=== uart_rx ===
==> uart_rx/metal_stack.png <==
Drawn at 6 px/um. Only two layers are drawn.
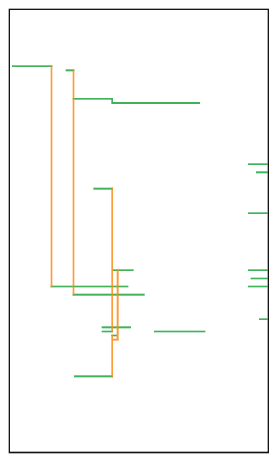

`config.mk`:
```
export PLATFORM = sky130hd
export DESIGN_NAME = uart_rx
export DESIGN_NICKNAME = d
export VERILOG_FILES = /design/src/rtl/uart_pkg.sv /design/src/rtl/uart_sync.sv /design/src/rtl/uart_rx.sv
export SDC_FILE = /design/constraint.sdc
export NUM_CORES = 1
export LEC_CHECK = 0
export ABC_AREA = 1
export CAP_MARGIN = 20
export CORE_ASPECT_RATIO = 1.75
export CORE_UTILIZATION = 48
export DETAILED_ROUTE_END_ITERATION = 8
export PLACE_DENSITY = 0.7
export SLEW_MARGIN = 20
export SYNTH_ARGS = -nofsm -noshare
export SYNTH_HDL_FRONTEND = slang
export SYNTH_SLANG_ARGS = --single-unit
```
`constraint.sdc`:
```
create_clock -name clk -period 2.48 [get_ports clk]
set_clock_uncertainty 0.1 [all_clocks]
set_input_delay 0.496 -clock clk [delete_from_list [all_inputs] [get_ports clk]]
set_output_delay 0.496 -clock clk [all_outputs]
set_load 0.05 [all_outputs]
```
`src/rtl/uart_pkg.sv`:
```
// Shared UART definitions: frame states, frame geometry and line levels.
// The transmit block uses only the first four states.
package uart_pkg;

  typedef enum logic [2:0] {
    IDLE,
    START,
    DATA,
    STOP,
    BREAK
  } uart_state_e;

  localparam int   DATA_BITS   = 8;
  localparam logic START_LEVEL = 1'b0;
  localparam logic STOP_LEVEL  = 1'b1;

  function automatic logic maj3(input logic a, input logic b, input logic c);
    return (a & b) | (a & c) | (b & c);
  endfunction

endpackage

```
`src/rtl/uart_sync.sv`:
```
// Multi-flop synchronizer for the asynchronous serial line.
// Resets to the idle level so that reset does not look like a start edge.
module uart_sync #(
  parameter int SYNC_STAGES = 2
) (
  input  logic clk,
  input  logic reset,
  input  logic d_i,
  output logic q_o
);

  logic [SYNC_STAGES-1:0] ff_q;

  always_ff @(posedge clk) begin
    if (reset) begin
      ff_q <= '1;
    end else begin
      ff_q <= {ff_q[SYNC_STAGES-2:0], d_i};
    end
  end

  assign q_o = ff_q[SYNC_STAGES-1];

endmodule

```
`src/rtl/uart_rx.sv`:
```
// 8N1 UART receiver: oversampled bit timing, 3-sample mid-bit majority vote,
// valid/err strobes, and a pending/overrun handshake with the consumer.
module uart_rx
  import uart_pkg::*;
#(
  parameter int OVERSAMPLE  = 16,
  parameter int SYNC_STAGES = 2
) (
  input  logic       clk,
  input  logic       reset,
  input  logic       in,
  input  logic       ack,
  output logic [7:0] data,
  output logic       valid,
  output logic       err,
  output logic       overrun,
  output logic       busy
);

  localparam int            CW      = $clog2(OVERSAMPLE);
  localparam int            HALF    = OVERSAMPLE / 2;
  localparam logic [CW-1:0] CNT_MAX = CW'(OVERSAMPLE - 1);
  localparam logic [CW-1:0] CNT_S0  = CW'(HALF - 1);
  localparam logic [CW-1:0] CNT_S1  = CW'(HALF);
  localparam logic [CW-1:0] CNT_DEC = CW'(HALF + 1);
  localparam logic [2:0]    LAST_BIT = 3'(DATA_BITS - 1);

  uart_state_e   state_q, state_d;
  logic [CW-1:0] cnt_q, cnt_d;
  logic [2:0]    bit_idx_q, bit_idx_d;
  logic [7:0]    shift_q, shift_d;
  logic [7:0]    data_q, data_d;
  logic          s0_q, s1_q;
  logic          rxs, rxs_prev_q;
  logic          valid_q, valid_d;
  logic          err_q, err_d;
  logic          pending_q, pending_d;
  logic          overrun_q, overrun_d;
  logic          decide, maj, fall, load_data;

  uart_sync #(.SYNC_STAGES(SYNC_STAGES)) u_sync (
    .clk   (clk),
    .reset (reset),
    .d_i   (in),
    .q_o   (rxs)
  );

  // Decision uses the two earlier samples plus the live sample at HALF+1.
  assign decide = (cnt_q == CNT_DEC);
  assign maj    = maj3(s0_q, s1_q, rxs);
  assign fall   = rxs_prev_q & ~rxs;

  always_ff @(posedge clk) begin
    if (reset) begin
      state_q <= IDLE;
    end else begin
      state_q <= state_d;
    end
  end

  always_comb begin
    state_d = state_q;
    case (state_q)
      IDLE:    if (fall) state_d = START;
      START:   if (decide) state_d = (maj == START_LEVEL) ? DATA : IDLE;
      DATA:    if (decide && bit_idx_q == LAST_BIT) state_d = STOP;
      STOP:    if (decide) state_d = (maj == STOP_LEVEL) ? IDLE : BREAK;
      BREAK:   if (rxs == STOP_LEVEL) state_d = IDLE;
      default: state_d = IDLE;
    endcase
  end

  always_comb begin
    busy      = (state_q != IDLE);
    load_data = (state_q == STOP) && decide;
    valid_d   = load_data && (maj == STOP_LEVEL);
    err_d     = load_data && (maj != STOP_LEVEL);
  end

  // Counter only runs inside a frame; IDLE and BREAK hold it at zero so a
  // start edge always begins a fresh bit period.
  always_comb begin
    cnt_d     = (cnt_q == CNT_MAX) ? '0 : cnt_q + CW'(1);
    bit_idx_d = bit_idx_q;
    shift_d   = shift_q;
    if (state_q == IDLE || state_q == BREAK) begin
      cnt_d = '0;
    end
    if (state_q == START && decide) begin
      bit_idx_d = '0;
    end
    if (state_q == DATA && decide) begin
      bit_idx_d = bit_idx_q + 3'd1;
      shift_d   = {maj, shift_q[7:1]};
    end
    data_d    = load_data ? shift_q : data_q;
    pending_d = valid_q ? 1'b1 : (ack ? 1'b0 : pending_q);
    overrun_d = (valid_q && pending_q && !ack) ? 1'b1 : (ack ? 1'b0 : overrun_q);
  end

  always_ff @(posedge clk) begin
    if (reset) begin
      cnt_q      <= '0;
      bit_idx_q  <= '0;
      shift_q    <= '0;
      data_q     <= '0;
      s0_q       <= 1'b1;
      s1_q       <= 1'b1;
      rxs_prev_q <= 1'b1;
      valid_q    <= 1'b0;
      err_q      <= 1'b0;
      pending_q  <= 1'b0;
      overrun_q  <= 1'b0;
    end else begin
      cnt_q      <= cnt_d;
      bit_idx_q  <= bit_idx_d;
      shift_q    <= shift_d;
      data_q     <= data_d;
      rxs_prev_q <= rxs;
      valid_q    <= valid_d;
      err_q      <= err_d;
      pending_q  <= pending_d;
      overrun_q  <= overrun_d;
      if (cnt_q == CNT_S0) s0_q <= rxs;
      if (cnt_q == CNT_S1) s1_q <= rxs;
    end
  end

  assign data    = data_q;
  assign valid   = valid_q;
  assign err     = err_q;
  assign overrun = overrun_q;

endmodule

```
=== mii_rx ===
### src/rtl/eth_pkg.sv
// rtl/eth_pkg.sv - shared Ethernet receive constants, state type and CRC helper
package eth_pkg;

    typedef enum logic [2:0] {
        IDLE,
        PREAMBLE,
        HEADER,
        PAYLOAD,
        DROP
    } rx_state_t;

    localparam logic [3:0]  PREAMBLE_NIB = 4'h5;
    localparam logic [3:0]  SFD_NIB      = 4'hD;
    localparam logic [47:0] BROADCAST    = 48'hFFFF_FFFF_FFFF;
    localparam logic [31:0] CRC_POLY     = 32'h04C1_1DB7;
    localparam logic [31:0] CRC_INIT     = 32'hFFFF_FFFF;
    localparam logic [31:0] CRC_RESIDUE  = 32'hC704_DD7B;
    localparam int          MIN_LEN      = 64;
    localparam int          HDR_LEN      = 14;
    localparam int          DLY_LEN      = 5;

    // The CRC register shifts LSB first, so polynomial and residue are used bit-reversed.
    function automatic logic [31:0] bitrev32(input logic [31:0] v);
        logic [31:0] r;
        r = '0;
        for (int i = 0; i < 32; i++) begin
            r[i] = v[31 - i];
        end
        return r;
    endfunction

endpackage

### src/rtl/crc32_d8.sv
// rtl/crc32_d8.sv - one-byte reflected CRC-32 update, shared by receive and transmit paths
module crc32_d8
    import eth_pkg::*;
(
    input  logic [31:0] crc,
    input  logic [7:0]  data,
    output logic [31:0] crc_next
);

    localparam logic [31:0] POLY_REF = bitrev32(CRC_POLY);

    logic [31:0] c;

    // Eight LSB-first shift steps, data bit 0 enters first.
    always_comb begin
        c = crc;
        for (int i = 0; i < 8; i++) begin
            c = {1'b0, c[31:1]} ^ ({32{c[0] ^ data[i]}} & POLY_REF);
        end
        crc_next = c;
    end

endmodule

### src/rtl/mii_rx.sv
// rtl/mii_rx.sv - MII receive: preamble strip, address filter, header extract, payload out, FCS check
module mii_rx
    import eth_pkg::*;
#(
    parameter logic [47:0] MAC_ADDR = 48'h0,
    parameter int          MAX_LEN  = 1518
) (
    input  logic        clk,
    input  logic        rst,
    input  logic [3:0]  rxd,
    input  logic        rx_dv,
    input  logic        rx_er,
    output logic [47:0] mac_src,
    output logic [15:0] ethertype,
    output logic        hdr_valid,
    output logic [7:0]  dout,
    output logic        dout_valid,
    output logic        dout_last,
    output logic        frame_done,
    output logic        frame_ok,
    output logic [3:0]  err
);

    localparam logic [31:0] RES_REF = bitrev32(CRC_RESIDUE);

    rx_state_t state, state_next;

    logic                  armed;
    logic                  phase;
    logic [3:0]            lo_nib;
    logic [11:0]           cnt;
    logic [39:0]           dest_sr;
    logic [47:0]           src_sr;
    logic [7:0]            type_hi;
    logic [DLY_LEN-1:0][7:0] dl;
    logic [2:0]            dl_cnt;
    logic [31:0]           crc_reg;
    logic [31:0]           crc_next;
    logic                  phy_f;
    logic                  ovs_f;

    logic        in_frame;
    logic        byte_stb;
    logic [7:0]  byte_val;
    logic [47:0] dest_full;
    logic        dest_ok;
    logic        hdr_end;
    logic        over_now;
    logic        frame_end;
    logic        line_full;
    logic [3:0]  err_end;

    crc32_d8 u_crc (
        .crc      (crc_reg),
        .data     (byte_val),
        .crc_next (crc_next)
    );

    // Byte assembly strobes and end-of-frame status terms.
    always_comb begin
        in_frame  = (state == HEADER) || (state == PAYLOAD);
        byte_stb  = in_frame && rx_dv && phase;
        byte_val  = {rxd, lo_nib};
        dest_full = {dest_sr, byte_val};
        dest_ok   = (dest_full == MAC_ADDR) || (dest_full == BROADCAST);
        hdr_end   = byte_stb && (cnt == 12'(HDR_LEN - 1));
        over_now  = byte_stb && (cnt >= 12'(MAX_LEN));
        frame_end = in_frame && !rx_dv;
        line_full = (dl_cnt == 3'(DLY_LEN));
        err_end   = {(crc_reg != RES_REF) || phase,
                     (cnt < 12'(MIN_LEN)) || !line_full,
                     ovs_f,
                     phy_f || rx_er};
    end

    // State register.
    always_ff @(posedge clk or negedge rst) begin
        if (!rst) begin
            state <= IDLE;
        end else begin
            state <= state_next;
        end
    end

    // Next-state logic; a preamble is only accepted after the line has been idle.
    always_comb begin
        state_next = state;
        case (state)
            IDLE: begin
                if (armed && rx_dv && (rxd == PREAMBLE_NIB)) state_next = PREAMBLE;
            end
            PREAMBLE: begin
                if (!rx_dv)                     state_next = IDLE;
                else if (rxd == SFD_NIB)        state_next = HEADER;
                else if (rxd != PREAMBLE_NIB)   state_next = IDLE;
            end
            HEADER: begin
                if (!rx_dv)                                       state_next = IDLE;
                else if (byte_stb && (cnt == 12'd5) && !dest_ok)  state_next = DROP;
                else if (hdr_end)                                 state_next = PAYLOAD;
            end
            PAYLOAD: begin
                if (!rx_dv) state_next = IDLE;
            end
            DROP: begin
                if (!rx_dv) state_next = IDLE;
            end
            default: state_next = IDLE;
        endcase
    end

    // Datapath: nibble pairing, header capture, delay line, CRC and status outputs.
    always_ff @(posedge clk or negedge rst) begin
        if (!rst) begin
            armed      <= 1'b0;
            phase      <= 1'b0;
            lo_nib     <= '0;
            cnt        <= '0;
            dest_sr    <= '0;
            src_sr     <= '0;
            type_hi    <= '0;
            dl         <= '0;
            dl_cnt     <= '0;
            crc_reg    <= CRC_INIT;
            phy_f      <= 1'b0;
            ovs_f      <= 1'b0;
            mac_src    <= '0;
            ethertype  <= '0;
            hdr_valid  <= 1'b0;
            dout       <= '0;
            dout_valid <= 1'b0;
            dout_last  <= 1'b0;
            frame_done <= 1'b0;
            frame_ok   <= 1'b0;
            err        <= '0;
        end else begin
            hdr_valid  <= 1'b0;
            dout_valid <= 1'b0;
            dout_last  <= 1'b0;
            frame_done <= 1'b0;
            frame_ok   <= 1'b0;
            err        <= '0;

            if (state == IDLE) begin
                if (!rx_dv) armed <= 1'b1;
            end else begin
                armed <= 1'b0;
            end

            if ((state == PREAMBLE) && rx_dv && (rxd == SFD_NIB)) begin
                phase   <= 1'b0;
                cnt     <= '0;
                dl_cnt  <= '0;
                crc_reg <= CRC_INIT;
                phy_f   <= 1'b0;
                ovs_f   <= 1'b0;
            end

            if (in_frame && rx_dv) begin
                if (rx_er) phy_f <= 1'b1;
                phase <= ~phase;
                if (!phase) lo_nib <= rxd;
            end

            if (byte_stb) begin
                crc_reg <= crc_next;
                if (cnt != 12'hFFF) cnt <= cnt + 12'd1;

                if (state == HEADER) begin
                    if (cnt < 12'd6)       dest_sr <= dest_full[39:0];
                    else if (cnt < 12'd12) src_sr  <= {src_sr[39:0], byte_val};
                    else if (cnt == 12'd12) type_hi <= byte_val;
                    if (hdr_end) begin
                        hdr_valid <= 1'b1;
                        mac_src   <= src_sr;
                        ethertype <= {type_hi, byte_val};
                    end
                end

                if (state == PAYLOAD) begin
                    if (over_now) begin
                        ovs_f <= 1'b1;
                    end else if (!ovs_f) begin
                        dl <= {dl[DLY_LEN-2:0], byte_val};
                        if (line_full) begin
                            dout       <= dl[DLY_LEN-1];
                            dout_valid <= 1'b1;
                        end else begin
                            dl_cnt <= dl_cnt + 3'd1;
                        end
                    end
                end
            end

            // A frame that ends before the address is known is discarded silently.
            if (frame_end && ((state == PAYLOAD) || (cnt >= 12'd6))) begin
                frame_done <= 1'b1;
                err        <= err_end;
                frame_ok   <= (err_end == 4'b0000);
                if ((state == PAYLOAD) && !ovs_f && line_full) begin
                    dout       <= dl[DLY_LEN-1];
                    dout_valid <= 1'b1;
                    dout_last  <= 1'b1;
                end
            end
        end
    end

endmodule

### config.mk
export PLATFORM = sky130hd
export DESIGN_NAME = mii_rx
export DESIGN_NICKNAME = d
export VERILOG_FILES = /design/src/rtl/eth_pkg.sv /design/src/rtl/crc32_d8.sv /design/src/rtl/mii_rx.sv
export SDC_FILE = /design/constraint.sdc
export NUM_CORES = 1
export LEC_CHECK = 0
export CELL_PAD_IN_SITES_DETAIL_PLACEMENT = 0
export CELL_PAD_IN_SITES_GLOBAL_PLACEMENT = 1
export CORE_ASPECT_RATIO = 1.1
export CORE_MARGIN = 2
export CORE_UTILIZATION = 44
export DETAILED_ROUTE_END_ITERATION = 10
export PLACE_DENSITY = 0.82
export SYNTH_ARGS = -nofsm -noshare
export SYNTH_HDL_FRONTEND = slang
export SYNTH_HIERARCHICAL = 1
export SYNTH_SLANG_ARGS = --single-unit
### constraint.sdc
create_clock -name clk -period 2.08 [get_ports clk]
set_clock_uncertainty 0.1 [all_clocks]
set_input_delay 0.416 -clock clk [delete_from_list [all_inputs] [get_ports clk]]
set_output_delay 0.416 -clock clk [all_outputs]
set_load 0.01 [all_outputs]
==> mii_rx/final_congestion.png <==
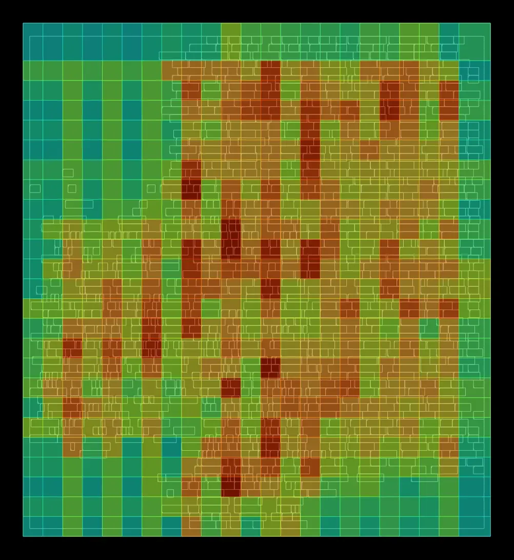
met2 Use GR: 0.3215
post-layout util: 0.6164
met3 GRT Util: 0.02706

==> impl_metrics.json, mii_rx <==
{
  "total_power_mw": 24.41,
  "setup_viol": 207,
  "syn_area_mm2": 0.01220,
  "path_buffers": 2,
  "num-multi-input-gates": 552,
  "area_growth_pct": 36.95,
  "reg2reg_to": "dl[2]",
  "antenna_found_initial": 0,
  "vias": 7818,
  "p_clk_mw": 5.47,
  "slowest_delay_ns": 0.42,
  "comb_area_mm2": 0.005789,
  "num-nonclk-inverters": 9,
  "nNetsFinal": 1112,
  "outcome": "finished with violations",
  "lay_top_count": "dfrtp_1",
  "power_leader": "combinational logic",
  "switching_share": 0.3119,
  "worstRegToRegCells": 7,
  "grt_pass1_wl_mm": 44.46,
  "place_ws_ns": -0.5148,
  "simple_gate_share": 0.08540,
  "met1Wirelength_mm": 12.93,
  "hold_violations": 0,
  "p_clk_frac": 0.224,
  "topCellsByArea": "dfrtp_1 (50%), mux2_2 (18%), dfstp_2 (6.9%), nor2_1 (2.4%), xnor2_1 (2.4%)",
  "comb-power_mw": 10.7,
  "synth-edff-count": 0,
  "place_area_mm2": 0.01452,
  "cts_setup_buffers": 8,
  "dieArea_mm2": 0.02909,
  "placedCellCount": 1394,
  "seq-power_mw": 8.22,
  "ys_seq_frac": 0.5672,
  "grtUsageTotal": 0.1913,
  "synth_top_area_share": 0.4983,
  "critPathLaunchType": "flop",
  "drt-initial-drc-count": 512,
  "postCtsHoldBufs": 1,
  "cts.sinks": 275,
  "diodes": 0,
  "report.final.slew_viol_count": 0,
  "die_h_um": 178.7,
  "critPathCapture": "dl[2]",
  "die_x_um": 162.8,
  "ys.flop_type": "dfrtp_1",
  "seq_cells": 275,
  "fin_ws_ns": -0.1350,
  "most-common-layout-cells": "dfrtp_1 (239), mux2_4 (173), buf_4 (103)",
  "critPathMaxFanout": 6,
  "bufAreaShareNonClock": 0.1492,
  "tool_warnings": 33,
  "violations": "negative setup slack",
  "drive_above_1_share": 0.4339
}
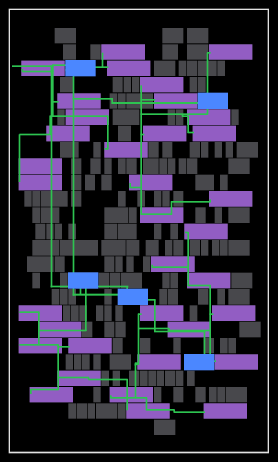
(uart_rx/clock_map.png)
Drawn at 6 px/um.
legend:
  cells driving clock nets:
    color: blue
    count: 5
  clock wires:
    color: green
    length: 431 um
  flip-flops:
    color: purple
    count: 35
routed clock nets: 6

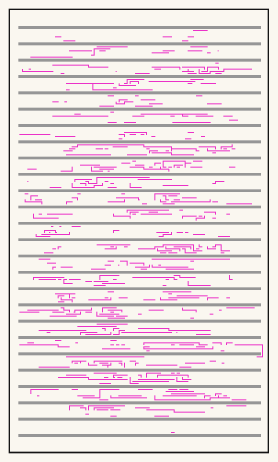
(uart_rx/met1.png)
Drawn at 6 px/um. Supply wires on this layer in gray.
longest straight run: 12.9 um
share of all routed wire: 38%
wire length on this layer: 995 um
main direction: horizontal
nets with wire on the layer: 181

Notes on uart_rx/metal_stack.png above:
legend:
  met3:
    color: green
    wire_length: 98.4 um
  met4:
    color: orange
    wire_length: 117 um

==> impl_metrics.json, uart_rx <==
{
  "topCellsByArea": "dfxtp_1 (50%), nor2_1 (11%), nand2_1 (5.3%), o21ai_0 (5.3%), ha_1 (4.4%)",
  "final_cells": 222,
  "synth-edff-count": 0,
  "outcome": "complete, no violations",
  "comb_share": 0.3656,
  "reg2reg_to": "shift_q[2]",
  "io_pins": 16,
  "synthTopCellsByCount": "nor2_1 (43), dfxtp_1 (35), nand2_1 (20)",
  "grt_max_degree": 21,
  "lay_top_count": "nor2_1",
  "whs_endpoint": "u_sync.ff_q[1]",
  "clk_latency_ns": 0.28,
  "use_met2": 0.3620,
  "rows": 25,
  "antenna_found_initial": 0,
  "slowest_delay_ns": 0.71,
  "yosys.area.top_type": "dfxtp_1",
  "met3_length_um": 98,
  "path_buffers": 1,
  "vias": 1151,
  "ys_seq_frac": 0.4978,
  "comb_area_um2": 605.6,
  "ys_area_mm2": 0.001408,
  "diodes": 0
}

=== hazard_controller ===
==> hazard_controller/met1.png <==
Drawn at 4 px/um. Supply wires on this layer in gray.
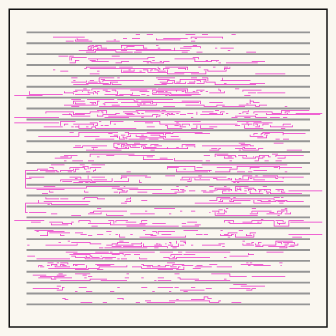

$ cat src/rtl/hazard_pkg.sv
// rtl/hazard_pkg.sv - shared types and constants for the pipeline hazard controller
package hazard_pkg;

  // Scoreboard entries hold register addresses zero-extended to this width
  localparam int MAX_SEL_BITS      = 8;
  localparam int BR_RESOLVE_CYCLES = 2;
  localparam int BR_CNT_W          = $clog2(BR_RESOLVE_CYCLES + 1);

  typedef enum logic [1:0] {
    RUN     = 2'd0,
    BR_WAIT = 2'd1,
    FLUSH   = 2'd2
  } hz_state_e;

  typedef struct packed {
    logic                    valid;
    logic [MAX_SEL_BITS-1:0] rd;
  } sb_entry_t;

endpackage

$ cat src/rtl/hazard_controller_write_scoreboard.sv
// rtl/hazard_controller_write_scoreboard.sv - in-flight destination shift register with RAW match
module write_scoreboard
  import hazard_pkg::*;
#(
  parameter int pipeDepth = 3
) (
  input  logic                    clk,
  input  logic                    rst_n,
  input  sb_entry_t               shift_in,
  input  logic [MAX_SEL_BITS-1:0] query1,
  input  logic                    use1,
  input  logic [MAX_SEL_BITS-1:0] query2,
  input  logic                    use2,
  output logic                    match
);

  sb_entry_t sb_q [pipeDepth];
  sb_entry_t sb_d [pipeDepth];

  always_comb begin
    sb_d[0] = shift_in;
    for (int i = 1; i < pipeDepth; i++) begin
      sb_d[i] = sb_q[i-1];
    end
  end

  always_ff @(posedge clk or negedge rst_n) begin
    if (!rst_n) begin
      for (int i = 0; i < pipeDepth; i++) sb_q[i] <= '0;
    end else begin
      for (int i = 0; i < pipeDepth; i++) sb_q[i] <= sb_d[i];
    end
  end

  // No forwarding: any in-flight writer of a read source is a hazard until it commits
  always_comb begin
    match = 1'b0;
    for (int i = 0; i < pipeDepth; i++) begin
      if (sb_q[i].valid && ((use1 && (sb_q[i].rd == query1)) ||
                            (use2 && (sb_q[i].rd == query2)))) begin
        match = 1'b1;
      end
    end
  end

endmodule

$ cat src/rtl/hazard_controller.sv
// rtl/hazard_controller.sv - RAW/branch sequencing for the 4-stage vector ASIP pipeline
module hazard_controller
  import hazard_pkg::*;
#(
  parameter int selectionBits = 4,
  parameter int pipeDepth     = 3,
  parameter int cntWidth      = 16
) (
  input  logic                     clk,
  input  logic                     rst,
  input  logic                     dec_valid,
  input  logic [selectionBits-1:0] dec_rsel1,
  input  logic [selectionBits-1:0] dec_rsel2,
  input  logic                     dec_use1,
  input  logic                     dec_use2,
  input  logic                     dec_wr,
  input  logic [selectionBits-1:0] dec_rd,
  input  logic                     dec_branch,
  input  logic                     mem_pc_wr,
  output logic                     stall_f,
  output logic                     bubble_de,
  output logic                     flush_fd,
  output logic                     flush_de,
  output logic [1:0]               state,
  output logic [cntWidth-1:0]      stall_cycles,
  output logic [cntWidth-1:0]      flush_count
);

  hz_state_e             state_q, state_d;
  logic [BR_CNT_W-1:0]   br_cnt_q, br_cnt_d;
  logic [cntWidth-1:0]   stall_cycles_q, stall_cycles_d;
  logic [cntWidth-1:0]   flush_count_q, flush_count_d;
  logic                  raw;
  logic                  issue;
  sb_entry_t             sb_in;

  // FLUSH never issues, so entry 0 is loaded empty during the flush cycle
  assign issue       = dec_valid & ~stall_f & ~bubble_de & (state_q == RUN);
  assign sb_in.valid = issue & dec_wr;
  assign sb_in.rd    = MAX_SEL_BITS'(dec_rd);

  write_scoreboard #(.pipeDepth(pipeDepth)) u_scoreboard (
    .clk      (clk),
    .rst_n    (rst),
    .shift_in (sb_in),
    .query1   (MAX_SEL_BITS'(dec_rsel1)),
    .use1     (dec_use1),
    .query2   (MAX_SEL_BITS'(dec_rsel2)),
    .use2     (dec_use2),
    .match    (raw)
  );

  always_ff @(posedge clk or negedge rst) begin
    if (!rst) begin
      state_q        <= RUN;
      br_cnt_q       <= '0;
      stall_cycles_q <= '0;
      flush_count_q  <= '0;
    end else begin
      state_q        <= state_d;
      br_cnt_q       <= br_cnt_d;
      stall_cycles_q <= stall_cycles_d;
      flush_count_q  <= flush_count_d;
    end
  end

  // A hazard holds the branch in decode; it only issues once raw clears
  always_comb begin
    state_d  = state_q;
    br_cnt_d = br_cnt_q;
    case (state_q)
      RUN: begin
        if (!raw && dec_valid && dec_branch) begin
          state_d  = BR_WAIT;
          br_cnt_d = BR_CNT_W'(BR_RESOLVE_CYCLES);
        end
      end
      BR_WAIT: begin
        br_cnt_d = br_cnt_q - BR_CNT_W'(1);
        if (mem_pc_wr) begin
          state_d = FLUSH;
        end else if (br_cnt_q <= BR_CNT_W'(1)) begin
          state_d = RUN;
        end
      end
      FLUSH:   state_d = RUN;
      default: state_d = RUN;
    endcase
  end

  always_comb begin
    stall_f   = 1'b0;
    bubble_de = 1'b0;
    flush_fd  = 1'b0;
    flush_de  = 1'b0;
    case (state_q)
      RUN: begin
        stall_f   = raw;
        bubble_de = raw;
      end
      BR_WAIT: begin
        stall_f   = 1'b1;
        bubble_de = 1'b1;
      end
      FLUSH: begin
        flush_fd = 1'b1;
        flush_de = 1'b1;
      end
      default: ;
    endcase
  end

  always_comb begin
    stall_cycles_d = stall_cycles_q;
    flush_count_d  = flush_count_q;
    if (stall_f && (stall_cycles_q != '1)) begin
      stall_cycles_d = stall_cycles_q + cntWidth'(1);
    end
    if ((state_q == FLUSH) && (flush_count_q != '1)) begin
      flush_count_d = flush_count_q + cntWidth'(1);
    end
  end

  assign state        = state_q;
  assign stall_cycles = stall_cycles_q;
  assign flush_count  = flush_count_q;

endmodule

$ cat config.mk
export PLATFORM = sky130hd
export DESIGN_NAME = hazard_controller
export DESIGN_NICKNAME = d
export VERILOG_FILES = /design/src/rtl/hazard_pkg.sv /design/src/rtl/hazard_controller_write_scoreboard.sv /design/src/rtl/hazard_controller.sv
export SDC_FILE = /design/constraint.sdc
export NUM_CORES = 1
export LEC_CHECK = 0
export ABC_AREA = 1
export CORE_MARGIN = 4
export CORE_UTILIZATION = 55
export DETAILED_ROUTE_END_ITERATION = 12
export GPL_TIMING_DRIVEN = 0
export PLACE_DENSITY = 0.87
export SLEW_MARGIN = 30
export SYNTH_ARGS = -nofsm -noshare
export SYNTH_HDL_FRONTEND = slang
export SYNTH_SLANG_ARGS = --single-unit
$ cat constraint.sdc
create_clock -name clk -period 4.7 [get_ports clk]
set_input_delay 0.705 -clock clk [delete_from_list [all_inputs] [get_ports clk]]
set_output_delay 0.705 -clock clk [all_outputs]
set_load 0.02 [all_outputs]
=== restart_scheduler ===
<file path="config.mk">
export PLATFORM = sky130hd
export DESIGN_NAME = restart_scheduler
export DESIGN_NICKNAME = d
export VERILOG_FILES = /design/src/rtl/restart_scheduler.sv
export SDC_FILE = /design/constraint.sdc
export NUM_CORES = 1
export LEC_CHECK = 0
export CORE_ASPECT_RATIO = 1.1
export CORE_MARGIN = 10
export CORE_UTILIZATION = 33
export DETAILED_ROUTE_END_ITERATION = 7
export GPL_TIMING_DRIVEN = 0
export PLACE_DENSITY = 0.89
export SYNTH_ARGS = -nofsm -noshare
export SYNTH_HDL_FRONTEND = slang
export SYNTH_SLANG_ARGS = --single-unit
</file>
<file path="constraint.sdc">
create_clock -name clk -period 3.82 [get_ports clk]
set_clock_uncertainty 0.1 [all_clocks]
set_input_delay 0.573 -clock clk [delete_from_list [all_inputs] [get_ports clk]]
set_output_delay 0.573 -clock clk [all_outputs]
set_load 0.02 [all_outputs]
</file>
<file path="src/rtl/restart_scheduler.sv">
// Luby-sequence restart scheduler: arms on enable, requests a solver restart on pending, advances on ack.
// Build option: define RESTART_LUBY_EN for the Luby multiplier; otherwise the threshold is a flat BASE_INTERVAL.
module restart_scheduler #(
  parameter logic [15:0] BASE_INTERVAL = 16'd100,
  parameter int          LUBY_MAX_EXP  = 10
) (
  input  logic        clk,
  input  logic        rst_n,
  input  logic        enable,
  input  logic        restart_pending,
  input  logic        restart_ack,
  output logic [15:0] restart_threshold,
  output logic        restart_req,
  output logic        clear_restart_counter,
  output logic        inc_restart,
  output logic [15:0] luby_value
);

  typedef enum logic [1:0] {
    IDLE    = 2'd0,
    ARMED   = 2'd1,
    REQ     = 2'd2,
    ADVANCE = 2'd3
  } state_t;

  state_t      state;
  state_t      state_nx;
  logic [15:0] v_nx;
  logic [31:0] product;
  logic [15:0] threshold_nx;
  logic        req_nx;
  logic        advance_nx;

  // The cap 2^LUBY_MAX_EXP must fit in the 16-bit multiplier.
  if (LUBY_MAX_EXP < 0 || LUBY_MAX_EXP > 15) begin : g_bad_cap
    $error("restart_scheduler: LUBY_MAX_EXP must be within 0..15");
  end

  always_ff @(posedge clk or negedge rst_n) begin
    if (!rst_n) state <= IDLE;
    else        state <= state_nx;
  end

  always_comb begin
    state_nx = state;
    if (!enable) begin
      state_nx = IDLE;
    end else begin
      unique case (state)
        IDLE:    state_nx = ARMED;
        ARMED:   if (restart_pending) state_nx = REQ;
        REQ:     if (restart_ack) state_nx = ADVANCE;
        ADVANCE: state_nx = ARMED;
        default: state_nx = IDLE;
      endcase
    end
  end

`ifdef RESTART_LUBY_EN
  localparam logic [15:0] V_CAP = 16'd1 << LUBY_MAX_EXP;

  logic [15:0] u;
  logic [15:0] v;
  logic [15:0] u_nx;
  logic [15:0] u_low;

  assign u_low = u & (~u + 16'd1);

  // (u,v) only step when ADVANCE completes; an enable drop during ADVANCE keeps them.
  always_comb begin
    u_nx = u;
    v_nx = v;
    if (state == ADVANCE && state_nx == ARMED) begin
      if (u_low == v || v == V_CAP) begin
        u_nx = (u == 16'hFFFF) ? 16'd1 : u + 16'd1;
        v_nx = 16'd1;
      end else begin
        v_nx = v << 1;
      end
    end
  end

  always_ff @(posedge clk or negedge rst_n) begin
    if (!rst_n) begin
      u <= 16'd1;
      v <= 16'd1;
    end else begin
      u <= u_nx;
      v <= v_nx;
    end
  end

  assign luby_value = v;
`else
  assign v_nx       = 16'd1;
  assign luby_value = 16'd1;
`endif

  assign product = 32'(BASE_INTERVAL) * 32'(v_nx);

  always_comb begin
    threshold_nx = 16'd0;
    if (state_nx != IDLE) begin
      threshold_nx = (product[31:16] != 16'd0) ? 16'hFFFF : product[15:0];
    end
    req_nx     = (state_nx == REQ);
    advance_nx = (state_nx == ADVANCE);
  end

  always_ff @(posedge clk or negedge rst_n) begin
    if (!rst_n) begin
      restart_threshold     <= 16'd0;
      restart_req           <= 1'b0;
      clear_restart_counter <= 1'b0;
      inc_restart           <= 1'b0;
    end else begin
      restart_threshold     <= threshold_nx;
      restart_req           <= req_nx;
      clear_restart_counter <= advance_nx;
      inc_restart           <= advance_nx;
    end
  end

endmodule

</file>
=== parking_gate_scheduler_flat ===
## config.mk

```make
export PLATFORM = sky130hd
export DESIGN_NAME = parking_gate_scheduler_flat
export DESIGN_NICKNAME = d
export VERILOG_FILES = /design/src/rtl/parking_gate_if.sv /design/src/rtl/parking_gate_scheduler.sv /design/src/flat_wrapper.sv
export SDC_FILE = /design/constraint.sdc
export NUM_CORES = 1
export LEC_CHECK = 0
export ABC_AREA = 1
export CAP_MARGIN = 20
export CORE_MARGIN = 2
export CORE_UTILIZATION = 43
export CTS_CLUSTER_SIZE = 30
export DETAILED_ROUTE_END_ITERATION = 16
export PLACE_DENSITY = 0.66
export SYNTH_ARGS = -nofsm -noshare
export SYNTH_HDL_FRONTEND = slang
export SYNTH_SLANG_ARGS = --single-unit
```

## constraint.sdc

```tcl
create_clock -name clk -period 2 [get_ports clk]
set_input_delay 0.2 -clock clk [delete_from_list [all_inputs] [get_ports clk]]
set_output_delay 0.2 -clock clk [all_outputs]
set_load 0.01 [all_outputs]
```

## src/rtl/parking_gate_if.sv

```systemverilog
// parking_gate_if: gate request/response and datapath command bundle; master = requesters/observer, slave = scheduler
interface parking_gate_if;
  logic       entry_req;
  logic [1:0] entry_id;
  logic       exit_req;
  logic [1:0] exit_id;
  logic       car_enter;
  logic       car_exit;
  logic [2:0] car_sel;
  logic       entry_ack;
  logic       entry_rej;
  logic       exit_ack;
  logic       exit_rej;
  logic       gate_in_open;
  logic       gate_out_open;
  logic [2:0] occupied;
  logic       full;
  logic       busy;
  modport master (
    output entry_req, entry_id, exit_req, exit_id,
    input  car_enter, car_exit, car_sel, entry_ack, entry_rej, exit_ack, exit_rej,
           gate_in_open, gate_out_open, occupied, full, busy
  );
  modport slave (
    input  entry_req, entry_id, exit_req, exit_id,
    output car_enter, car_exit, car_sel, entry_ack, entry_rej, exit_ack, exit_rej,
           gate_in_open, gate_out_open, occupied, full, busy
  );
endinterface

```

## src/rtl/parking_gate_scheduler.sv

```systemverilog
// parking_gate_scheduler: round-robin entry/exit gate arbiter with occupancy check, one-cycle command pulse and timed barrier; ports clk, reset (async high), bus (parking_gate_if.slave)
module parking_gate_scheduler #(
  parameter int          CAPACITY    = 2,
  parameter logic [15:0] GATE_CYCLES = 16'd50
) (
  input logic            clk,
  input logic            reset,
  parking_gate_if.slave  bus
);
  localparam logic [1:0] S_IDLE = 2'd0;
  localparam logic [1:0] S_CMD  = 2'd1;
  localparam logic [1:0] S_REJ  = 2'd2;
  localparam logic [1:0] S_GATE = 2'd3;
  logic [1:0]  r_state;
  logic        r_exit;
  logic        r_last;
  logic [2:0]  r_oh;
  logic [2:0]  r_occ;
  logic [15:0] r_cnt;
  logic [2:0]  w_entry_oh;
  logic [2:0]  w_exit_oh;
  logic [1:0]  w_cars;
  logic        w_full;
  logic        w_pick_exit;
  logic [2:0]  w_oh;
  logic        w_ok;
  logic [15:0] w_load;
  assign w_entry_oh  = 3'b001 << (bus.entry_id - 2'd1);
  assign w_exit_oh   = 3'b001 << (bus.exit_id - 2'd1);
  assign w_cars      = 2'(r_occ[0]) + 2'(r_occ[1]) + 2'(r_occ[2]);
  assign w_full      = int'(w_cars) >= CAPACITY;
  assign w_pick_exit = bus.exit_req & (~bus.entry_req | ~r_last);
  assign w_oh        = w_pick_exit ? w_exit_oh : w_entry_oh;
  assign w_ok        = w_pick_exit ? |(w_exit_oh & r_occ)
                                   : (|w_entry_oh & ~|(w_entry_oh & r_occ) & ~w_full);
  assign w_load      = (GATE_CYCLES == 16'd0) ? 16'd1 : GATE_CYCLES;
  always_ff @(posedge clk or posedge reset) begin
    if (reset) begin
      r_state <= S_IDLE;
      r_exit  <= 1'b0;
      r_last  <= 1'b0;
      r_oh    <= 3'b000;
      r_occ   <= 3'b000;
      r_cnt   <= 16'd0;
    end else begin
      case (r_state)
        S_IDLE: if (bus.entry_req | bus.exit_req) begin
          r_exit  <= w_pick_exit;
          r_last  <= w_pick_exit;
          r_oh    <= w_oh;
          r_state <= w_ok ? S_CMD : S_REJ;
        end
        S_CMD: begin
          r_occ   <= r_exit ? (r_occ & ~r_oh) : (r_occ | r_oh);
          r_cnt   <= w_load;
          r_state <= S_GATE;
        end
        S_REJ: r_state <= S_IDLE;
        default: begin
          r_cnt   <= r_cnt - 16'd1;
          r_state <= (r_cnt == 16'd1) ? S_IDLE : S_GATE;
        end
      endcase
    end
  end
  assign bus.car_enter     = (r_state == S_CMD) & ~r_exit;
  assign bus.car_exit      = (r_state == S_CMD) & r_exit;
  assign bus.car_sel       = (r_state == S_CMD) ? r_oh : 3'b000;
  assign bus.entry_ack     = (r_state == S_CMD) & ~r_exit;
  assign bus.exit_ack      = (r_state == S_CMD) & r_exit;
  assign bus.entry_rej     = (r_state == S_REJ) & ~r_exit;
  assign bus.exit_rej      = (r_state == S_REJ) & r_exit;
  assign bus.gate_in_open  = (r_state == S_GATE) & ~r_exit;
  assign bus.gate_out_open = (r_state == S_GATE) & r_exit;
  assign bus.occupied      = r_occ;
  assign bus.full          = w_full;
  assign bus.busy          = r_state != S_IDLE;
endmodule

```

## src/flat_wrapper.sv

```systemverilog
// flat-port wrapper written by rule: the top's interface ports become plain ports
module parking_gate_scheduler_flat 
#(
  parameter int          CAPACITY    = 2,
  parameter logic [15:0] GATE_CYCLES = 16'd50
)
  (clk, reset, bus_entry_req, bus_entry_id, bus_exit_req, bus_exit_id, bus_car_enter, bus_car_exit, bus_car_sel, bus_entry_ack, bus_entry_rej, bus_exit_ack, bus_exit_rej, bus_gate_in_open, bus_gate_out_open, bus_occupied, bus_full, bus_busy);
  parking_gate_if bus_i ();
  input logic clk;
  input logic reset;
  input wire logic [$bits(bus_i.entry_req)-1:0] bus_entry_req;
  input wire logic [$bits(bus_i.entry_id)-1:0] bus_entry_id;
  input wire logic [$bits(bus_i.exit_req)-1:0] bus_exit_req;
  input wire logic [$bits(bus_i.exit_id)-1:0] bus_exit_id;
  output wire logic [$bits(bus_i.car_enter)-1:0] bus_car_enter;
  output wire logic [$bits(bus_i.car_exit)-1:0] bus_car_exit;
  output wire logic [$bits(bus_i.car_sel)-1:0] bus_car_sel;
  output wire logic [$bits(bus_i.entry_ack)-1:0] bus_entry_ack;
  output wire logic [$bits(bus_i.entry_rej)-1:0] bus_entry_rej;
  output wire logic [$bits(bus_i.exit_ack)-1:0] bus_exit_ack;
  output wire logic [$bits(bus_i.exit_rej)-1:0] bus_exit_rej;
  output wire logic [$bits(bus_i.gate_in_open)-1:0] bus_gate_in_open;
  output wire logic [$bits(bus_i.gate_out_open)-1:0] bus_gate_out_open;
  output wire logic [$bits(bus_i.occupied)-1:0] bus_occupied;
  output wire logic [$bits(bus_i.full)-1:0] bus_full;
  output wire logic [$bits(bus_i.busy)-1:0] bus_busy;
  assign bus_i.entry_req = bus_entry_req;
  assign bus_i.entry_id = bus_entry_id;
  assign bus_i.exit_req = bus_exit_req;
  assign bus_i.exit_id = bus_exit_id;
  assign bus_car_enter = bus_i.car_enter;
  assign bus_car_exit = bus_i.car_exit;
  assign bus_car_sel = bus_i.car_sel;
  assign bus_entry_ack = bus_i.entry_ack;
  assign bus_entry_rej = bus_i.entry_rej;
  assign bus_exit_ack = bus_i.exit_ack;
  assign bus_exit_rej = bus_i.exit_rej;
  assign bus_gate_in_open = bus_i.gate_in_open;
  assign bus_gate_out_open = bus_i.gate_out_open;
  assign bus_occupied = bus_i.occupied;
  assign bus_full = bus_i.full;
  assign bus_busy = bus_i.busy;
  parking_gate_scheduler #(.CAPACITY(CAPACITY), .GATE_CYCLES(GATE_CYCLES)) u_core (.clk(clk), .reset(reset), .bus(bus_i));
endmodule
```

==> restart_scheduler/gate_families.png <==
Drawn at 8 px/um.
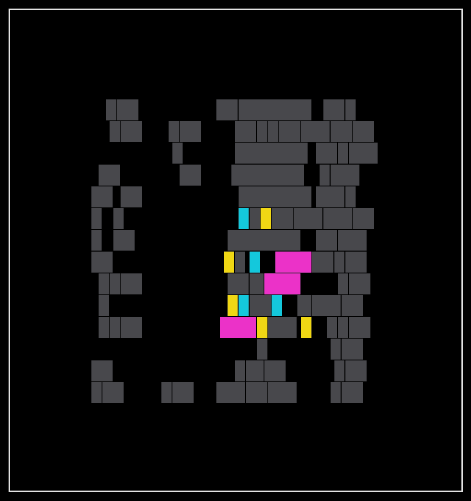
legend:
  adder and majority cells:
    color: magenta
    cells: 3
    most_used: ha_1
  inverters:
    color: yellow
    cells: 5
    most_used: inv_1
    where: middle
  NOR gates:
    color: cyan
    cells: 4
    most_used: nor2_1
    where: middle

==> impl_metrics.json, restart_scheduler <==
{
  "outcome": "complete, no violations",
  "diodes": 0,
  "clk_latency_ns": 0.24,
  "routed.top_layer": "met4",
  "synth_cells": 57,
  "numSynthFlops": 5,
  "synthMuxAreaShare": 0,
  "met1Wirelength_um": 271,
  "fmax_mhz": 506.4,
  "io_buffers": 10,
  "synth_top_area_share": 0.4987,
  "sh_seq_area": 0.1715,
  "nWellTaps": 16,
  "switchingPower_mw": 0.1398,
  "comb_share": 0.2727,
  "most_common_cell": "buf_4",
  "setup_viol": 0,
  "critPathLaunchType": "flop",
  "p_clk_frac": 0.169,
  "cts.sinks": 5,
  "r2r_start": "state[0]",
  "cts_tree": "built",
  "cts_setup_buffers": 0,
  "most-common-layout-cells": "buf_4 (32), conb_1 (29), clkdlybuf4s50_1 (10)",
  "synthTopCellsByCount": "buf_4 (32), dfrtp_1 (5), inv_1 (4), nor2_1 (4), ha_1 (3)",
  "vias": 369,
  "comb_area_um2": 198.9,
  "cts_buffer_depth": 2,
  "fin_crit_ns": 1.975,
  "switching_share": 0.4002,
  "worst_hold_slack_ns": 0.4497,
  "tool_warnings": 28,
  "ys_area_um2": 481.7,
  "postCtsHoldBufs": 0,
  "clk_pin_slew_ns": 0.04,
  "core_region_area_mm2": 0.001366
}
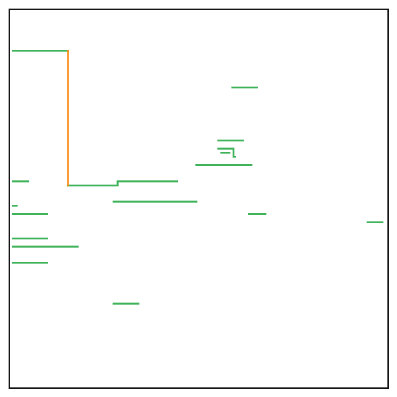
(parking_gate_scheduler_flat/metal_stack.png)
Drawn at 6 px/um. Only two layers are drawn.
legend:
  met4:
    color: orange
    wire_length: 22.4 um
  met3:
    color: green
    wire_length: 106 um

==> impl_metrics.json, parking_gate_scheduler_flat <==
{
  "nWellTaps": 46,
  "fin_crit_ns": 1.936,
  "ys.flop_type": "dfrtp_1",
  "async_flop_share": 1.000,
  "die_x_um": 62.90,
  "topCellsByArea": "dfrtp_1 (42%), nor2_1 (9.1%), inv_1 (7.8%), nand2_1 (7.3%), o21ai_0 (7.0%)",
  "tool_warnings": 27,
  "route.met2.wl_mm": 1.425,
  "ys_cells": 200,
  "p_clk_frac": 0.102,
  "relSlewSlack": 0.7342,
  "required_ns": 1.80,
  "fp_util": 0.4469,
  "sh_seq_area": 0.3457,
  "num-multi-input-gates": 138,
  "slowest_delay_ns": 0.47,
  "io_pins": 24,
  "num-nonclk-inverters": 33,
  "synth_cells": 200,
  "die_h_um": 62.90,
  "dieArea_mm2": 0.003956,
  "period_used_share": 0.9679,
  "worstPathArrival_ns": 1.74,
  "grt_max_degree": 26,
  "synth-edff-count": 0,
  "cts_root_buf": "clkbuf_4",
  "regArea_um2": 628.1,
  "clk_share": 0.01515,
  "power_density_mw_per_mm2": 1232,
  "fillers": 340,
  "seq_cells": 25,
  "rsz0062_at_grt": "false",
  "seq-power_mw": 0.828,
  "lay_top_count": "nor2_1",
  "drc": 0,
  "tightest_slew_ns": 0.3972,
  "cpMaxStageDelayCell": "clkdlybuf4s50_1",
  "comb_area_um2": 719.4,
  "leakage_nw": 0.8686,
  "diodes": 0,
  "cts_tree": "built",
  "cts.sinks": 25,
  "core_region_area_mm2": 0.003337,
  "outcome": "complete, no violations",
  "grtUsageTotal": 0.1760,
  "grt-busiest-layer": "met2",
  "io_buffers": 23,
  "fmax_mhz": 516.6,
  "hold_violations": 0,
  "use_met2": 0.2739,
  "yosys.area_share.aoi": 0.1057,
  "utilization": 0.5444,
  "p_clk_mw": 0.229,
  "path_cells": "ha_1 > a21o_1 > clkdlybuf4s50_1",
  "xor_area_frac": 0.01174
}
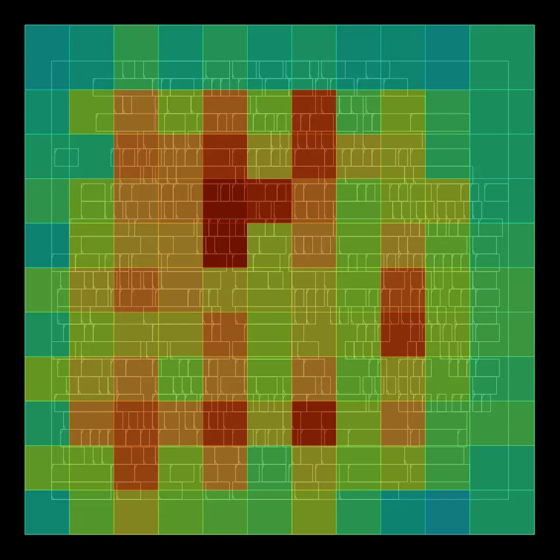
(hazard_controller/final_congestion.png)
post-layout util: 0.7397
met2 Use GR: 0.3628
GRT Util Overall: 0.2140

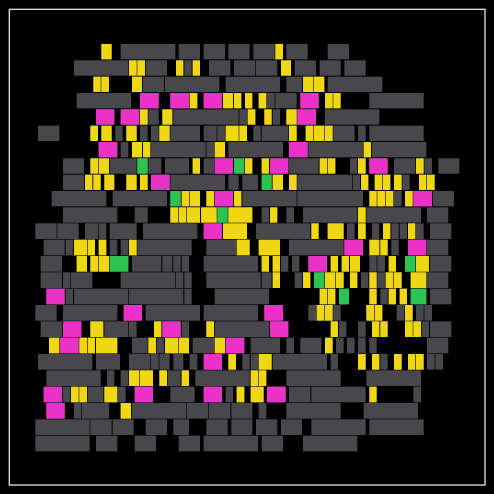
(hazard_controller/gate_families.png)
Drawn at 6 px/um.
legend:
  inverting AOI/OAI gates:
    color: green
    cells: 10
    most_used: o21ai_0
  XOR/XNOR gates:
    color: magenta
    cells: 33
    most_used: xnor2_1
  NAND gates:
    color: yellow
    cells: 155
    most_used: nand2_1

About hazard_controller/met1.png:
wire length on this layer: 2640 um
longest straight run: 21.2 um
nets with wire on the layer: 390
share of all routed wire: 42%

==> impl_metrics.json, hazard_controller <==
{
  "outcome": "complete, no violations",
  "io_pins": 58,
  "met1Wirelength_mm": 2.639,
  "share_seq_of_total_power": 0.441,
  "nWellTaps": 67,
  "critPathLaunchType": "primary input",
  "hp-class": "reg -> reg",
  "path_cells": "clkdlybuf4s50_1 > inv_1 > nand2_1 > nand2_1 > nor2_1 > nand4_1 > nand2_1 > nand2_1 > nand3_2 > nand2_2 > nand2_4 > buf_4 > buf_4 > clkdlybuf4s50_1",
  "required_ns": 3.99,
  "p_int_mw": 0.8627,
  "die_x_um": 79.04,
  "fin_ws_ns": 1.035,
  "cts_resized": 0,
  "yosys.area.top_type": "dfrtp_1",
  "postCtsHoldBufs": 0,
  "grtUsageMet1": 0.2756,
  "post_drt_wl_per_cell_um": 13.05,
  "route.met2.wl_mm": 3.172,
  "yosysWarnings": 0,
  "setup_viol": 0
}


==> notes/layouts.md <==
Pictures saved along the way, in no particular order.

Wiring by layer.
panel A
Drawn at 6 px/um. Only two layers are drawn.
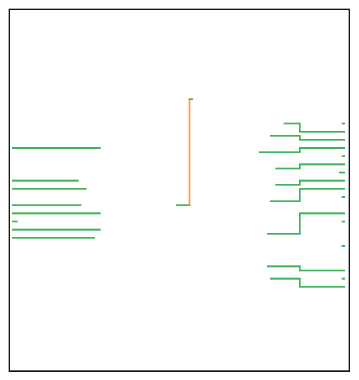
panel B
Drawn at 2 px/um. Only two layers are drawn.
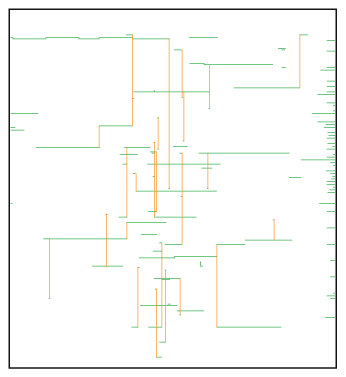
panel C
Drawn at 4 px/um. Only two layers are drawn.
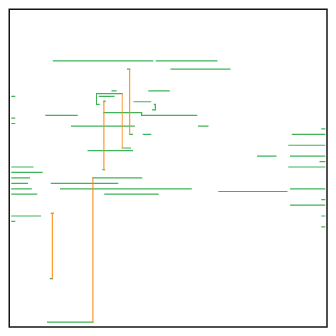
mii_rx: panel B
restart_scheduler: panel A
hazard_controller: panel C
- most wire: panel B
- smallest die: panel A

Key to panel A:
legend:
  met3:
    color: green
    wire_length: 216 um
  met4:
    color: orange
    wire_length: 17.7 um

